==================== block 1
**Block 1: clock network drawn from the DEF**

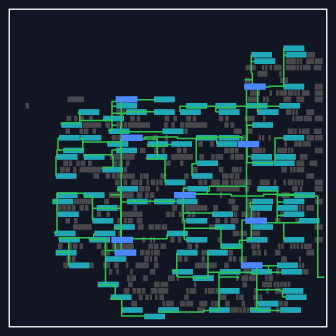

### config.mk
export PLATFORM = sky130hd
export DESIGN_NAME = relu_backprop
export DESIGN_NICKNAME = d
export VERILOG_FILES = /design/src/rtl/relu_backprop.sv
export SDC_FILE = /design/constraint.sdc
export NUM_CORES = 1
export LEC_CHECK = 0
export ABC_CLOCK_PERIOD_IN_PS = 4200
export CAP_MARGIN = 20
export CORE_UTILIZATION = 28
export CTS_CLUSTER_DIAMETER = 200
export DETAILED_ROUTE_END_ITERATION = 16
export PLACE_DENSITY = 0.52
export REMOVE_ABC_BUFFERS = 1
export SETUP_SLACK_MARGIN = 0.02
export SYNTH_ARGS = -nofsm -noshare
export SYNTH_HDL_FRONTEND = slang
export SYNTH_SLANG_ARGS = --single-unit
### constraint.sdc
create_clock -name clk -period 4.2 [get_ports clk]
set_input_delay 0.84 -clock clk [delete_from_list [all_inputs] [get_ports clk]]
set_output_delay 0.84 -clock clk [all_outputs]
set_load 0.03 [all_outputs]
### src/rtl/relu_backprop.sv
// relu_backprop: records a ReLU derivative mask from the forward stream, then gates the backward gradient stream with it.
// The mask bit is set for a non-negative forward input, so zero passes the same as in the forward stage.
module relu_backprop #(
  parameter int N = 64,
  parameter int W = 16,
  localparam int AW = $clog2(N)
) (
  input  logic          clk,
  input  logic          reset,
  input  logic          clear,
  input  logic [W-1:0]  fwd_data,
  input  logic          fwd_valid,
  input  logic [W-1:0]  grad_in,
  input  logic          grad_in_valid,
  output logic [W-1:0]  grad_out,
  output logic          grad_out_valid,
  output logic [AW-1:0] grad_out_idx,
  output logic          mask_ready,
  output logic          err_seq
);
  typedef enum logic {CAPTURE, ARMED} state_t;
  localparam logic [AW-1:0] LAST = AW'(N - 1);
  state_t state, state_nxt;
  logic fwd_acc, grad_acc, err_hit;
  logic [AW-1:0] cidx, gidx;
  logic [N-1:0] mask;
  always_comb begin
    fwd_acc = fwd_valid && state == CAPTURE;
    grad_acc = grad_in_valid && state == ARMED;
    err_hit = (fwd_valid && state == ARMED) || (grad_in_valid && state == CAPTURE);
    state_nxt = clear ? CAPTURE :
                (fwd_acc && cidx == LAST) ? ARMED :
                (grad_acc && gidx == LAST) ? CAPTURE : state;
  end
  always_ff @(posedge clk or negedge reset)
    if (!reset) state <= CAPTURE;
    else state <= state_nxt;
  always_ff @(posedge clk or negedge reset)
    if (!reset) begin
      cidx <= '0;
      gidx <= '0;
      mask <= '0;
      grad_out <= '0;
      grad_out_valid <= 1'b0;
      grad_out_idx <= '0;
      err_seq <= 1'b0;
    end else if (clear) begin
      cidx <= '0;
      gidx <= '0;
      grad_out_valid <= 1'b0;
      err_seq <= 1'b0;
    end else begin
      grad_out_valid <= grad_acc;
      if (fwd_acc) begin
        mask[cidx] <= $signed(fwd_data) >= $signed(W'(0));
        cidx <= cidx == LAST ? '0 : cidx + AW'(1);
      end
      if (grad_acc) begin
        grad_out <= mask[gidx] ? grad_in : '0;
        grad_out_idx <= gidx;
        gidx <= gidx == LAST ? '0 : gidx + AW'(1);
      end
      if (err_hit) err_seq <= 1'b1;
    end
  assign mask_ready = state == ARMED;
endmodule

==================== block 2
--- src/rtl/id_stage.sv ---
// Instruction-decode stage: 8-entry register file with writeback bypass,
// operand-B immediate select, and the ID/EX pipeline register.
module id_stage #(
    parameter int DATA_W = 8,
    parameter int ADDR_W = 3
) (
    input  logic              Clk,
    input  logic              Reset,
    input  logic              IF_ID_RegWrite,
    input  logic              IF_ID_ALUSrc,
    input  logic [7:0]        IF_ID_Instruction_Code,
    input  logic [7:0]        IF_ID_Imm_Data,
    input  logic              WB_RegWrite,
    input  logic [ADDR_W-1:0] WB_Addr,
    input  logic [DATA_W-1:0] WB_Data,
    input  logic [ADDR_W-1:0] Dbg_Addr,
    output logic [DATA_W-1:0] Dbg_Data,
    output logic              ID_EX_RegWrite,
    output logic              ID_EX_ALUSrc,
    output logic [1:0]        ID_EX_Opcode,
    output logic [ADDR_W-1:0] ID_EX_Rd,
    output logic [DATA_W-1:0] ID_EX_OpA,
    output logic [DATA_W-1:0] ID_EX_OpB
);

    localparam int NUM_REGS = 2 ** ADDR_W;

    logic [DATA_W-1:0] rf_reg [NUM_REGS];

    logic [1:0]        opcode;
    logic [ADDR_W-1:0] rd;
    logic [ADDR_W-1:0] rs;
    logic [DATA_W-1:0] src_a;
    logic [DATA_W-1:0] src_b;
    logic [DATA_W-1:0] op_b_next;

    assign opcode = IF_ID_Instruction_Code[7:6];
    assign rd     = IF_ID_Instruction_Code[5:3];
    assign rs     = IF_ID_Instruction_Code[2:0];

    // Debug port sees only the stored contents, never the bypass path.
    assign Dbg_Data = rf_reg[Dbg_Addr];

    // Register file: reset loads R[k] = k; writeback lands at the edge it is presented.
    always_ff @(posedge Clk or posedge Reset) begin
        if (Reset) begin
            for (int k = 0; k < NUM_REGS; k++) begin
                rf_reg[k] <= DATA_W'(k);
            end
        end else if (WB_RegWrite) begin
            rf_reg[WB_Addr] <= WB_Data;
        end
    end

    // Operand fetch with writeback bypass so a same-cycle write is seen by decode.
    always_comb begin
        src_a     = rf_reg[rd];
        src_b     = rf_reg[rs];
        op_b_next = '0;
        if (WB_RegWrite && (WB_Addr == rd)) begin
            src_a = WB_Data;
        end
        if (WB_RegWrite && (WB_Addr == rs)) begin
            src_b = WB_Data;
        end
        op_b_next = IF_ID_ALUSrc ? IF_ID_Imm_Data : src_b;
    end

    // ID/EX pipeline register; bubbles (RegWrite=0) pass through untouched.
    always_ff @(posedge Clk or posedge Reset) begin
        if (Reset) begin
            ID_EX_RegWrite <= 1'b0;
            ID_EX_ALUSrc   <= 1'b0;
            ID_EX_Opcode   <= '0;
            ID_EX_Rd       <= '0;
            ID_EX_OpA      <= '0;
            ID_EX_OpB      <= '0;
        end else begin
            ID_EX_RegWrite <= IF_ID_RegWrite;
            ID_EX_ALUSrc   <= IF_ID_ALUSrc;
            ID_EX_Opcode   <= opcode;
            ID_EX_Rd       <= rd;
            ID_EX_OpA      <= src_a;
            ID_EX_OpB      <= op_b_next;
        end
    end

endmodule

--- config.mk ---
export PLATFORM = sky130hd
export DESIGN_NAME = id_stage
export DESIGN_NICKNAME = d
export VERILOG_FILES = /design/src/rtl/id_stage.sv
export SDC_FILE = /design/constraint.sdc
export NUM_CORES = 1
export LEC_CHECK = 0
export CAP_MARGIN = 25
export CORE_MARGIN = 3
export CORE_UTILIZATION = 45
export CTS_BUF_LIST = sky130_fd_sc_hd__clkbuf_4 sky130_fd_sc_hd__clkbuf_8
export CTS_CLUSTER_DIAMETER = 60
export DETAILED_ROUTE_END_ITERATION = 16
export GPL_TIMING_DRIVEN = 0
export PLACE_DENSITY = 0.72
export RECOVER_POWER = 50
export SYNTH_ARGS = -nofsm -noshare
export SYNTH_HDL_FRONTEND = slang
export SYNTH_SLANG_ARGS = --single-unit
--- constraint.sdc ---
create_clock -name Clk -period 4.1 [get_ports Clk]
set_clock_uncertainty 0.1 [all_clocks]
set_input_delay 0.82 -clock Clk [delete_from_list [all_inputs] [get_ports Clk]]
set_output_delay 0.82 -clock Clk [all_outputs]
set_load 0.05 [all_outputs]
==================== block 3
$ cat src/rtl/product_accumulator_pkg.sv
// Shared types and helpers for the product accumulator.
// Holds the FSM state encoding and the count-width function.
package product_accumulator_pkg;

  typedef enum logic [1:0] {
    IDLE,
    ACCUMULATE,
    OUTPUT
  } accumulator_state_t;

  // Enough bits to hold a count of 0..block_len.
  function automatic int count_width(input int block_len);
    return $clog2(block_len + 1);
  endfunction

endpackage

$ cat src/rtl/accumulator_adder.sv
// Unsigned ACC_WIDTH adder with carry-out; clamps on carry when
// SATURATION_EN is defined. Ports: a_i, b_i in; sum_o, carry_o out.
module accumulator_adder #(
  parameter int ACC_WIDTH = 20
) (
  input  logic [ACC_WIDTH-1:0] a_i,
  input  logic [ACC_WIDTH-1:0] b_i,
  output logic [ACC_WIDTH-1:0] sum_o,
  output logic                 carry_o
);

  logic [ACC_WIDTH:0] full;

  always_comb begin
    full    = {1'b0, a_i} + {1'b0, b_i};
    carry_o = full[ACC_WIDTH];
`ifdef SATURATION_EN
    sum_o   = carry_o ? '1 : full[ACC_WIDTH-1:0];
`else
    sum_o   = full[ACC_WIDTH-1:0];
`endif
  end

endmodule

$ cat src/rtl/product_accumulator.sv
// Sums BLOCK_LEN multiplier products and hands the block result on
// over valid/ready. Product in: product_i/product_valid_i/
// product_ready_o. Result out: accumulation_o/valid_o/ready_i, plus
// count_o and sticky overflow_o. clear_i aborts a block. Build
// macro SATURATION_EN clamps the sum instead of wrapping.
module product_accumulator
  import product_accumulator_pkg::*;
#(
  parameter int DATA_WIDTH = 8,
  parameter int BLOCK_LEN  = 16,
  parameter int ACC_WIDTH  = 2*DATA_WIDTH+4
) (
  input  logic                              clk_i,
  input  logic                              rst_i,
  input  logic                              clear_i,
  input  logic [2*DATA_WIDTH-1:0]           product_i,
  input  logic                              product_valid_i,
  output logic                              product_ready_o,
  output logic [ACC_WIDTH-1:0]              accumulation_o,
  output logic                              valid_o,
  input  logic                              ready_i,
  output logic [count_width(BLOCK_LEN)-1:0] count_o,
  output logic                              overflow_o
);

  localparam int CW = count_width(BLOCK_LEN);

  accumulator_state_t   state_q, state_d;
  logic [ACC_WIDTH-1:0] sum_q, sum_d, add_sum;
  logic [CW-1:0]        count_q, count_d, count_inc;
  logic                 ovf_q, ovf_d, add_carry;
  logic                 take, last, drain;

  // In IDLE sum_q is zero, so the same adder path loads the first
  // product; no separate load mux is needed.
  accumulator_adder #(
    .ACC_WIDTH (ACC_WIDTH)
  ) u_adder (
    .a_i     (sum_q),
    .b_i     (ACC_WIDTH'(product_i)),
    .sum_o   (add_sum),
    .carry_o (add_carry)
  );

  assign count_inc = count_q + CW'(1);
  assign last      = (count_inc == CW'(BLOCK_LEN));
  assign take      = product_valid_i && product_ready_o;
  assign drain     = (state_q == OUTPUT) && ready_i;

  always_ff @(posedge clk_i) begin
    if (rst_i) begin
      state_q <= IDLE;
      sum_q   <= '0;
      count_q <= '0;
      ovf_q   <= 1'b0;
    end else begin
      state_q <= state_d;
      sum_q   <= sum_d;
      count_q <= count_d;
      ovf_q   <= ovf_d;
    end
  end

  always_comb begin
    state_d = state_q;
    if (clear_i) begin
      state_d = IDLE;
    end else begin
      unique case (state_q)
        IDLE, ACCUMULATE: begin
          if (take) state_d = last ? OUTPUT : ACCUMULATE;
        end
        OUTPUT: begin
          if (ready_i) state_d = IDLE;
        end
        default: state_d = IDLE;
      endcase
    end
  end

  always_comb begin
    sum_d   = sum_q;
    count_d = count_q;
    ovf_d   = ovf_q;
    if (clear_i || drain) begin
      sum_d   = '0;
      count_d = '0;
      ovf_d   = 1'b0;
    end else if (take) begin
      sum_d   = add_sum;
      count_d = count_inc;
      ovf_d   = ovf_q | add_carry;
    end
  end

  always_comb begin
    product_ready_o = (state_q != OUTPUT) && !clear_i && !rst_i;
    valid_o         = (state_q == OUTPUT);
    accumulation_o  = sum_q;
    count_o         = count_q;
    overflow_o      = ovf_q;
  end

endmodule
$ cat config.mk
export PLATFORM = sky130hd
export DESIGN_NAME = product_accumulator
export DESIGN_NICKNAME = d
export VERILOG_FILES = /design/src/rtl/product_accumulator_pkg.sv /design/src/rtl/accumulator_adder.sv /design/src/rtl/product_accumulator.sv
export SDC_FILE = /design/constraint.sdc
export NUM_CORES = 1
export LEC_CHECK = 0
export ABC_AREA = 0
export CAP_MARGIN = 0
export CORE_AREA = 2 2 63 65
export DETAILED_ROUTE_END_ITERATION = 12
export DIE_AREA = 0 0 65 67
export PLACE_DENSITY_LB_ADDON = 0.08
export SLEW_MARGIN = 20
export SYNTH_ARGS = -nofsm -noshare
export SYNTH_HDL_FRONTEND = slang
export SYNTH_SLANG_ARGS = --single-unit
$ cat constraint.sdc
create_clock -name clk_i -period 3.9 [get_ports clk_i]
set_input_delay 0.975 -clock clk_i [delete_from_list [all_inputs] [get_ports clk_i]]
set_output_delay 0.975 -clock clk_i [all_outputs]
set_load 0.03 [all_outputs]
==================== block 4
===== src/rtl/seed_loader_pkg.sv =====
// Shared types and constants for the seed loader: FSM state encoding and
// default sizing for the seed FIFO and data path.
package seed_loader_pkg;

  typedef enum logic [1:0] {
    IDLE,
    LOAD,
    RUN
  } state_t;

  localparam int unsigned DEFAULT_DEPTH = 4;
  localparam int unsigned DEFAULT_WIDTH = 8;
  localparam int unsigned PERIOD_MIN    = 1;

endpackage


===== src/rtl/seed_fifo.sv =====
// Synchronous seed FIFO with wrap-bit pointers; no read-through bypass, so a
// pushed entry becomes visible at the head on the following cycle.
module seed_fifo #(
  parameter int unsigned DEPTH = 4,
  parameter int unsigned WIDTH = 8
) (
  input  logic             clk,
  input  logic             rst_n,
  input  logic             push,
  input  logic             pop,
  input  logic [WIDTH-1:0] wdata,
  output logic [WIDTH-1:0] head,
  output logic             full,
  output logic             empty
);

  localparam int unsigned AW = $clog2(DEPTH);

  logic [AW:0]      wptr;
  logic [AW:0]      rptr;
  logic [WIDTH-1:0] mem [DEPTH];

  assign head  = mem[rptr[AW-1:0]];
  assign empty = (wptr == rptr);
  assign full  = (wptr[AW] != rptr[AW]) && (wptr[AW-1:0] == rptr[AW-1:0]);

  always_ff @(posedge clk or negedge rst_n) begin
    if (!rst_n) begin
      wptr <= '0;
      rptr <= '0;
    end else begin
      if (push && !full)
        wptr <= wptr + {{AW{1'b0}}, 1'b1};
      if (pop && !empty)
        rptr <= rptr + {{AW{1'b0}}, 1'b1};
    end
  end

  always_ff @(posedge clk) begin
    if (push && !full)
      mem[wptr[AW-1:0]] <= wdata;
  end

endmodule


===== src/rtl/seed_loader.sv =====
// Seed loader: queues seeds and issues each as a one-cycle sel/data load
// followed by a programmable free-run gap. Optional stats via SEED_LOADER_STATS_EN.
module seed_loader
  import seed_loader_pkg::*;
#(
  parameter int unsigned DEPTH = DEFAULT_DEPTH,
  parameter int unsigned WIDTH = DEFAULT_WIDTH
) (
  input  logic             clk,
  input  logic             rst_n,
  input  logic             in_valid,
  input  logic [WIDTH-1:0] in_data,
  output logic             in_ready,
  input  logic             enable,
  input  logic [7:0]       period,
  output logic             sel,
  output logic [WIDTH-1:0] data,
  output logic             busy
`ifdef SEED_LOADER_STATS_EN
  ,
  output logic [15:0]      load_count,
  output logic             drop_seen
`endif
);

  localparam logic [7:0] PMIN = 8'(PERIOD_MIN);

  state_t           state;
  logic [7:0]       cnt;
  logic [WIDTH-1:0] head;
  logic             full;
  logic             empty;
  logic             push;
  logic             start;

  assign in_ready = !full;
  assign push     = in_valid && !full;
  // A new load may begin from IDLE or on the last cycle of a run.
  assign start    = enable && !empty &&
                    ((state == IDLE) || ((state == RUN) && (cnt == 8'd1)));

  seed_fifo #(
    .DEPTH (DEPTH),
    .WIDTH (WIDTH)
  ) u_fifo (
    .clk   (clk),
    .rst_n (rst_n),
    .push  (push),
    .pop   (start),
    .wdata (in_data),
    .head  (head),
    .full  (full),
    .empty (empty)
  );

  always_ff @(posedge clk or negedge rst_n) begin
    if (!rst_n) begin
      state <= IDLE;
      cnt   <= '0;
      data  <= '0;
      sel   <= 1'b0;
      busy  <= 1'b0;
    end else begin
      case (state)
        IDLE: begin
          if (start) begin
            state <= LOAD;
            data  <= head;
            sel   <= 1'b1;
            busy  <= 1'b1;
          end
        end
        LOAD: begin
          cnt   <= (period < PMIN) ? PMIN : period;
          state <= RUN;
          sel   <= 1'b0;
        end
        RUN: begin
          cnt <= cnt - 8'd1;
          if (cnt == 8'd1) begin
            if (start) begin
              state <= LOAD;
              data  <= head;
              sel   <= 1'b1;
            end else begin
              state <= IDLE;
              busy  <= 1'b0;
            end
          end
        end
        default: begin
          state <= IDLE;
          sel   <= 1'b0;
          busy  <= 1'b0;
        end
      endcase
    end
  end

`ifdef SEED_LOADER_STATS_EN
  always_ff @(posedge clk or negedge rst_n) begin
    if (!rst_n) begin
      load_count <= '0;
      drop_seen  <= 1'b0;
    end else begin
      if ((state == LOAD) && (load_count != '1))
        load_count <= load_count + 16'd1;
      if (in_valid && !in_ready)
        drop_seen <= 1'b1;
    end
  end
`endif

endmodule


===== config.mk =====
export PLATFORM = sky130hd
export DESIGN_NAME = seed_loader
export DESIGN_NICKNAME = d
export VERILOG_FILES = /design/src/rtl/seed_loader_pkg.sv /design/src/rtl/seed_fifo.sv /design/src/rtl/seed_loader.sv
export SDC_FILE = /design/constraint.sdc
export NUM_CORES = 1
export LEC_CHECK = 0
export CAP_MARGIN = 20
export CORE_ASPECT_RATIO = 1.75
export CORE_MARGIN = 4
export CORE_UTILIZATION = 55
export CTS_CLUSTER_DIAMETER = 150
export DETAILED_ROUTE_END_ITERATION = 8
export GPL_ROUTABILITY_DRIVEN = 0
export HOLD_SLACK_MARGIN = 0.15
export PLACE_DENSITY = 0.79
export SLEW_MARGIN = 5
export SYNTH_ARGS = -nofsm -noshare
export SYNTH_HDL_FRONTEND = slang
export SYNTH_SLANG_ARGS = --single-unit

===== constraint.sdc =====
create_clock -name clk -period 2.2 [get_ports clk]
set_input_delay 0.66 -clock clk [delete_from_list [all_inputs] [get_ports clk]]
set_output_delay 0.66 -clock clk [all_outputs]
set_load 0.05 [all_outputs]

**Block 2: clock network drawn from the DEF**

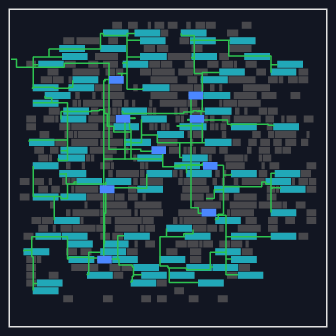
legend:
  cells driving clock nets:
    color: blue
    count: 9
  flip-flops:
    color: cyan
    count: 87
  clock wires:
    color: green
    length: 1130 µm
routed clock nets: 10
flops lie: widely spread
Skew-Pair Late Insertion Delay: 360 ps
P_clk: 643 µW

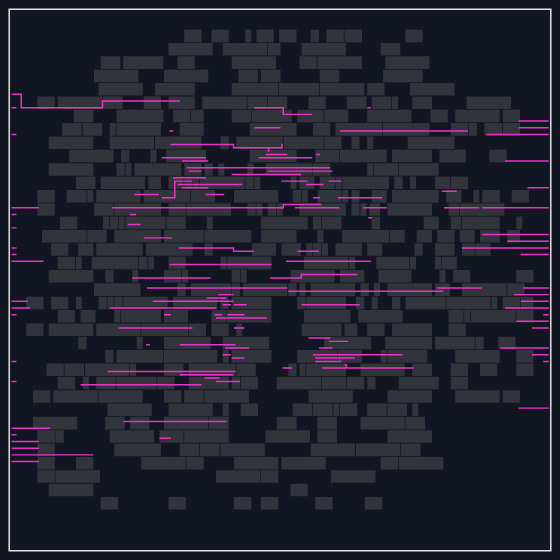
**Above:** block 2 (M3 wires).
share of all routed wire: 7.5%
main direction: horizontal
nets with wire on the layer: 91
longest straight run: 34.7 µm
final WL: 12900 µm
GRT met3 Usage: 0.0408
DR vias: 3421

==> impl_metrics.py, block 2 <==
# Generated from Yosys and OpenROAD reports
metrics = {
    "run_status": {
        "outcome": "complete, but fails checks",
        "violations": "capacitance limit, slew limit",
    },
    "synthesis": {
        "syn_nets": 367,
        "most_common_cell": "dfrtp_1",
        "mux_share": 0.383,
    },
    "critical_path": {
        "crit_start": "Dbg_Addr[1]",
        "arrival_ps": 2820,
        "slowest_stage": "clkdlybuf4s50_1",
        "cp-endpoint": "Dbg_Data[3]",
    },
    "final_layout": {
        "fin_area_um2": 5800,
        "drive_gt1_frac": 0.291,
        "final_nets": 435,
    },
    "hold_path": {
        "min_path_type": "register to register",
    },
    "floorplanning": {
        "die_w_um": 110,
    },
    "sta": {
        "final-hold-violation-count": 0,
        "max_slew_margin": -0.261,
        "setup-tns-final_ps": 0,
        "slew_viol_final": 9,
        "fin_crit_ps": 3740,
    },
    "power": {
        "power_uw": 2720,
        "power_leader": "registers",
        "p_switching_uw": 916,
        "p_int_uw": 1800,
    },
    "job": {
        "cap_violations": 1,
    },
    "global_routing": {
        "grt_antenna_before_repair": 0,
    },
    "clock_tree": {
        "htreeDepth": 3,
    },
    "routing": {
        "dr_wl_met3_um": 968,
    },
}
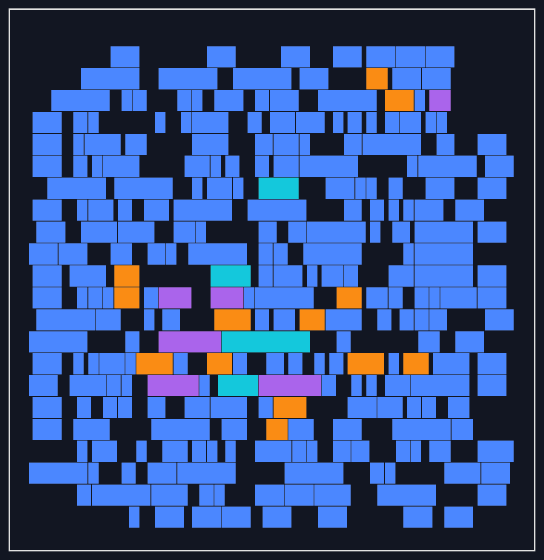
**Above:** block 3 (sizing map).
legend:
  drive 3 to 4:
    color: purple
    cells: 6
    share: 2.3%
  drive 6 and up:
    color: cyan
    cells: 4
    share: 1.5%
  drive 1 or less:
    color: blue
    cells: 241
    share: 91%
  drive 2:
    color: orange
    cells: 13
    share: 4.9%
post-route cell area: 2440 µm²
final setup margin: 573 ps

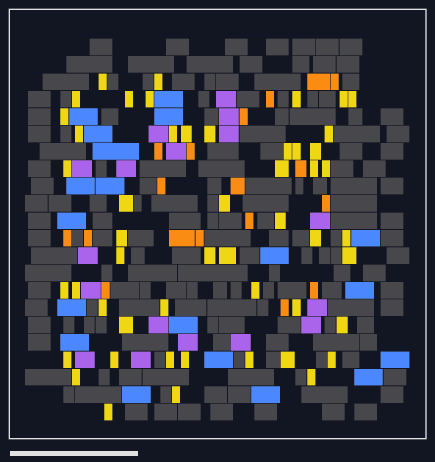
**Above:** block 3 (gate families picked out).
The bar under the picture is 20 µm long.
legend:
  adder and majority cells:
    color: blue
    cells: 19
    where: widely spread
  XOR/XNOR gates:
    color: purple
    cells: 17
  NAND gates:
    color: yellow
    cells: 50
    where: widely spread
  NOR gates:
    color: orange
    cells: 18
Comb area share: 0.514
Layout Cells excl Fill: 312
Top cell excl fill/tap: clkdlybuf4s50_1

==> impl_metrics.py, block 3 <==
# Generated from Yosys and OpenROAD reports
metrics = {
    "synthesis": {
        "ys.flop_type": "dfxtp_1",
        "ys_sh_adder": 0.132,
        "syn_area_um2": 1860,
        "synth_flops": 28,
        "yosys.stat.seqShare": 0.301,
        "ys_area_um2": 1860,
        "yosys-top-cells-count": "nand2_1 (35), dfxtp_1 (28), a21oi_1 (21)",
    },
    "final_layout": {
        "area_share_nonclk_buffers": 0.200,
        "final_util": 0.678,
        "drive_gt1_frac": 0.0871,
        "layout.area.comb_um2": 1260,
    },
    "critical_path": {
        "cpMostUsedCell": "clkdlybuf4s50_1",
        "critPathKind": "input port to primary output",
        "crit_path_end_kind": "primary output",
        "crit_start": "clear_i",
    },
    "hold_path": {
        "hold_end": "accumulation_o[15]$_SDFFE_PP0P_",
    },
    "clock_tree": {
        "cts_tree": "built",
        "clkSlewWorstSetupHoldPaths_ps": 100,
        "cts.repair.resized": 0,
    },
    "sta": {
        "fmax_mhz": 301,
        "tightest_slew_ps": 720,
        "setup-tns-final_ps": 0,
        "timing.final.crit_share": 0.853,
    },
    "power": {
        "powerSeq_uw": 297,
        "p_leak_uw": 0.000971,
    },
    "routing": {
        "vias": 1687,
    },
    "run_status": {
        "outcome": "finished clean",
    },
    "global_routing": {
        "track_usage": 0.192,
    },
    "placement": {
        "dp_hpwl_um": 2930,
    },
}
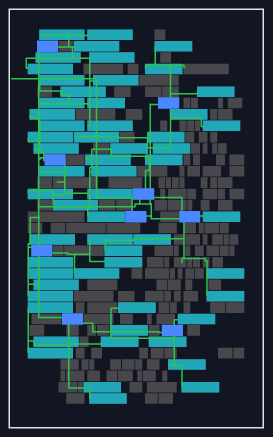
**Above:** block 4 (clock network drawn from the DEF).
legend:
  flip-flops:
    color: cyan
    count: 58
  clock wires:
    color: green
    length: 720 µm
  cells driving clock nets:
    color: blue
    count: 9
routed clock nets: 10
P_clk: 1210 µW
skew final: 6.98 ps
clock power share: 0.229
Skew-Pair Late Insertion Delay: 340 ps

==> impl_metrics.py, block 4 <==
# Generated from Yosys and OpenROAD reports
metrics = {
    "critical_path": {
        "start_kind": "register",
        "path_delay_family": "buffers and inverters",
        "worst-path-stages": 1,
        "reg2reg_from": "state[0]$_DFFE_PN0P_",
        "cp_cell_sequence": "clkdlybuf4s50_1",
    },
    "final_layout": {
        "antennaDiodeCount": 0,
        "inverters": 9,
        "comb_area_frac": 0.286,
        "fillers": 309,
        "fin_area_um2": 3340,
        "seq_share": 0.482,
    },
    "floorplanning": {
        "n_tap_cell": 52,
    },
    "synthesis": {
        "ys_cells": 184,
        "top_logic_kind": "multiplexers",
    },
    "power": {
        "switching_share": 0.371,
        "power_uw": 5290,
        "p_switching_uw": 1960,
        "p_leak_uw": 0.00134,
        "p_int_uw": 3320,
    },
    "routing": {
        "drcViolationCount": 0,
        "met1_length_um": 1960,
    },
    "run_status": {
        "outcome": "finished clean",
    },
    "clock_tree": {
        "cts_tree": "built",
    },
}
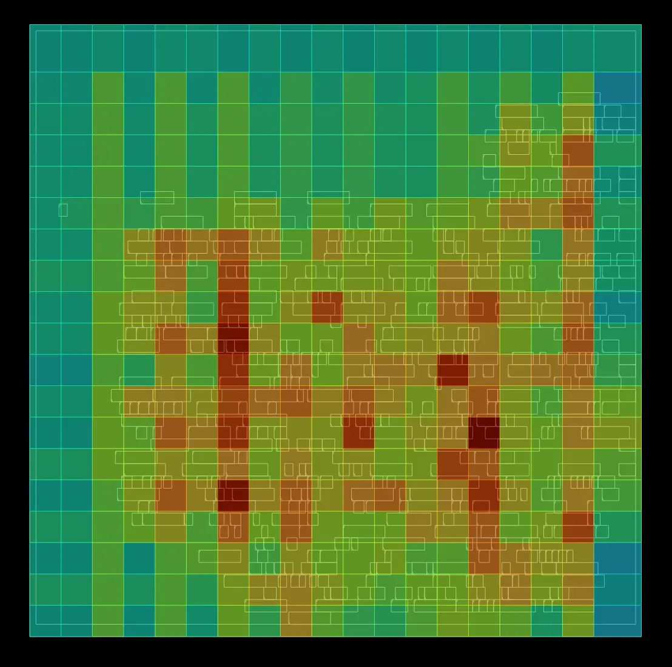
**Above:** block 1 (routing congestion map).
GRT met3 Usage: 0.0195
GR met2 Demand/Resource: 0.223
total track usage: 0.138
GR met1 Demand/Resource: 0.189

## Picture notes: 'clock network drawn from the DEF' of block 1
legend:
  clock wires:
    color: green
    length: 1360 µm
  cells driving clock nets:
    color: blue
    count: 9
  flip-flops:
    color: cyan
    count: 101
routed clock nets: 10
Skew-Pair Late Insertion Delay: 360 ps
P_clk: 915 µW

==> impl_metrics.py, block 1 <==
# Generated from Yosys and OpenROAD reports
metrics = {
    "clock_tree": {
        "htreeDepth": 3,
        "cts.repair.resized": 0,
    },
    "routing": {
        "drcViolationCount": 0,
        "routed_wl_um": 12000,
    },
    "power": {
        "powerSeq_uw": 1000,
        "p_clk_frac": 0.448,
    },
    "final_layout": {
        "finalNonFillerCells": 728,
        "comb_cells": 324,
        "flops": 101,
    },
    "hold_path": {
        "worstHoldStart": "grad_out[15]$_DFFE_PN0P_",
        "worstHoldPathCells": 2,
    },
    "sta": {
        "fin_crit_ps": 2940,
    },
    "global_routing": {
        "grt_max_degree": 65,
    },
    "run_status": {
        "outcome": "finished clean",
    },
    "critical_path": {
        "critPathRequiredTime_ps": 4410,
        "arrival_ps": 3150,
    },
}


==> screenshots <==
Sizing map.
panel A
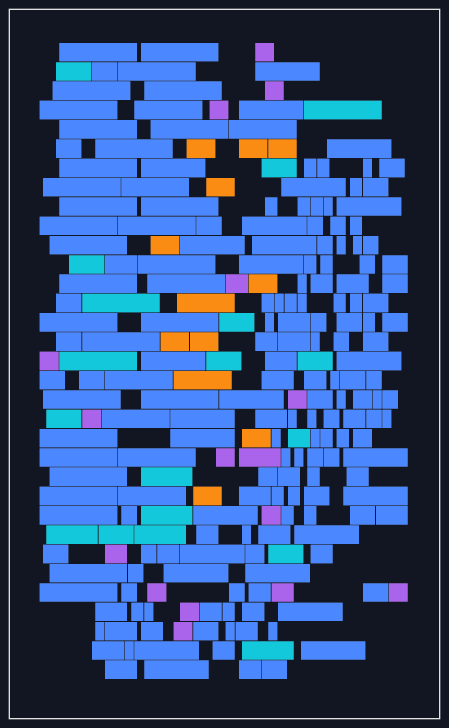
panel B
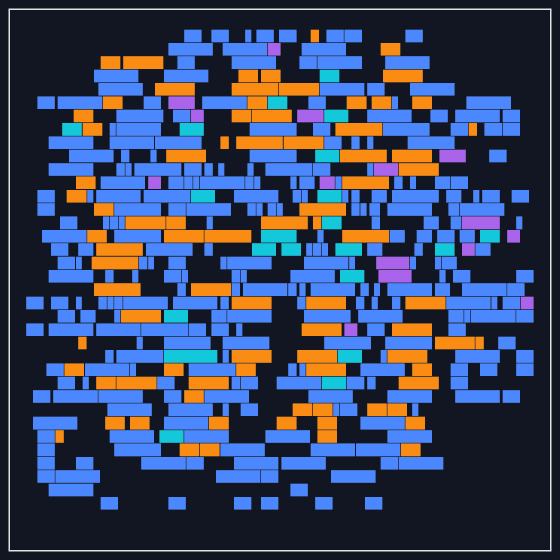
panel C
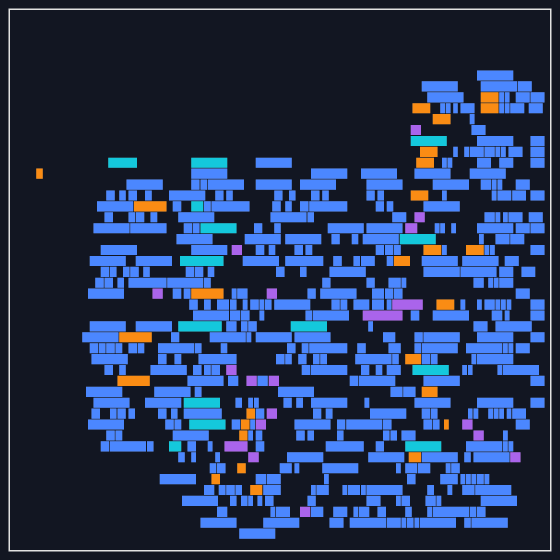
The one with the most cells is panel C.
The one with the fewest cells is panel A.
For block 1, see panel C.
For block 4, see panel A.
For block 2, see panel B.

Power figures rest on the tool's default switching activity, not on a simulated workload.
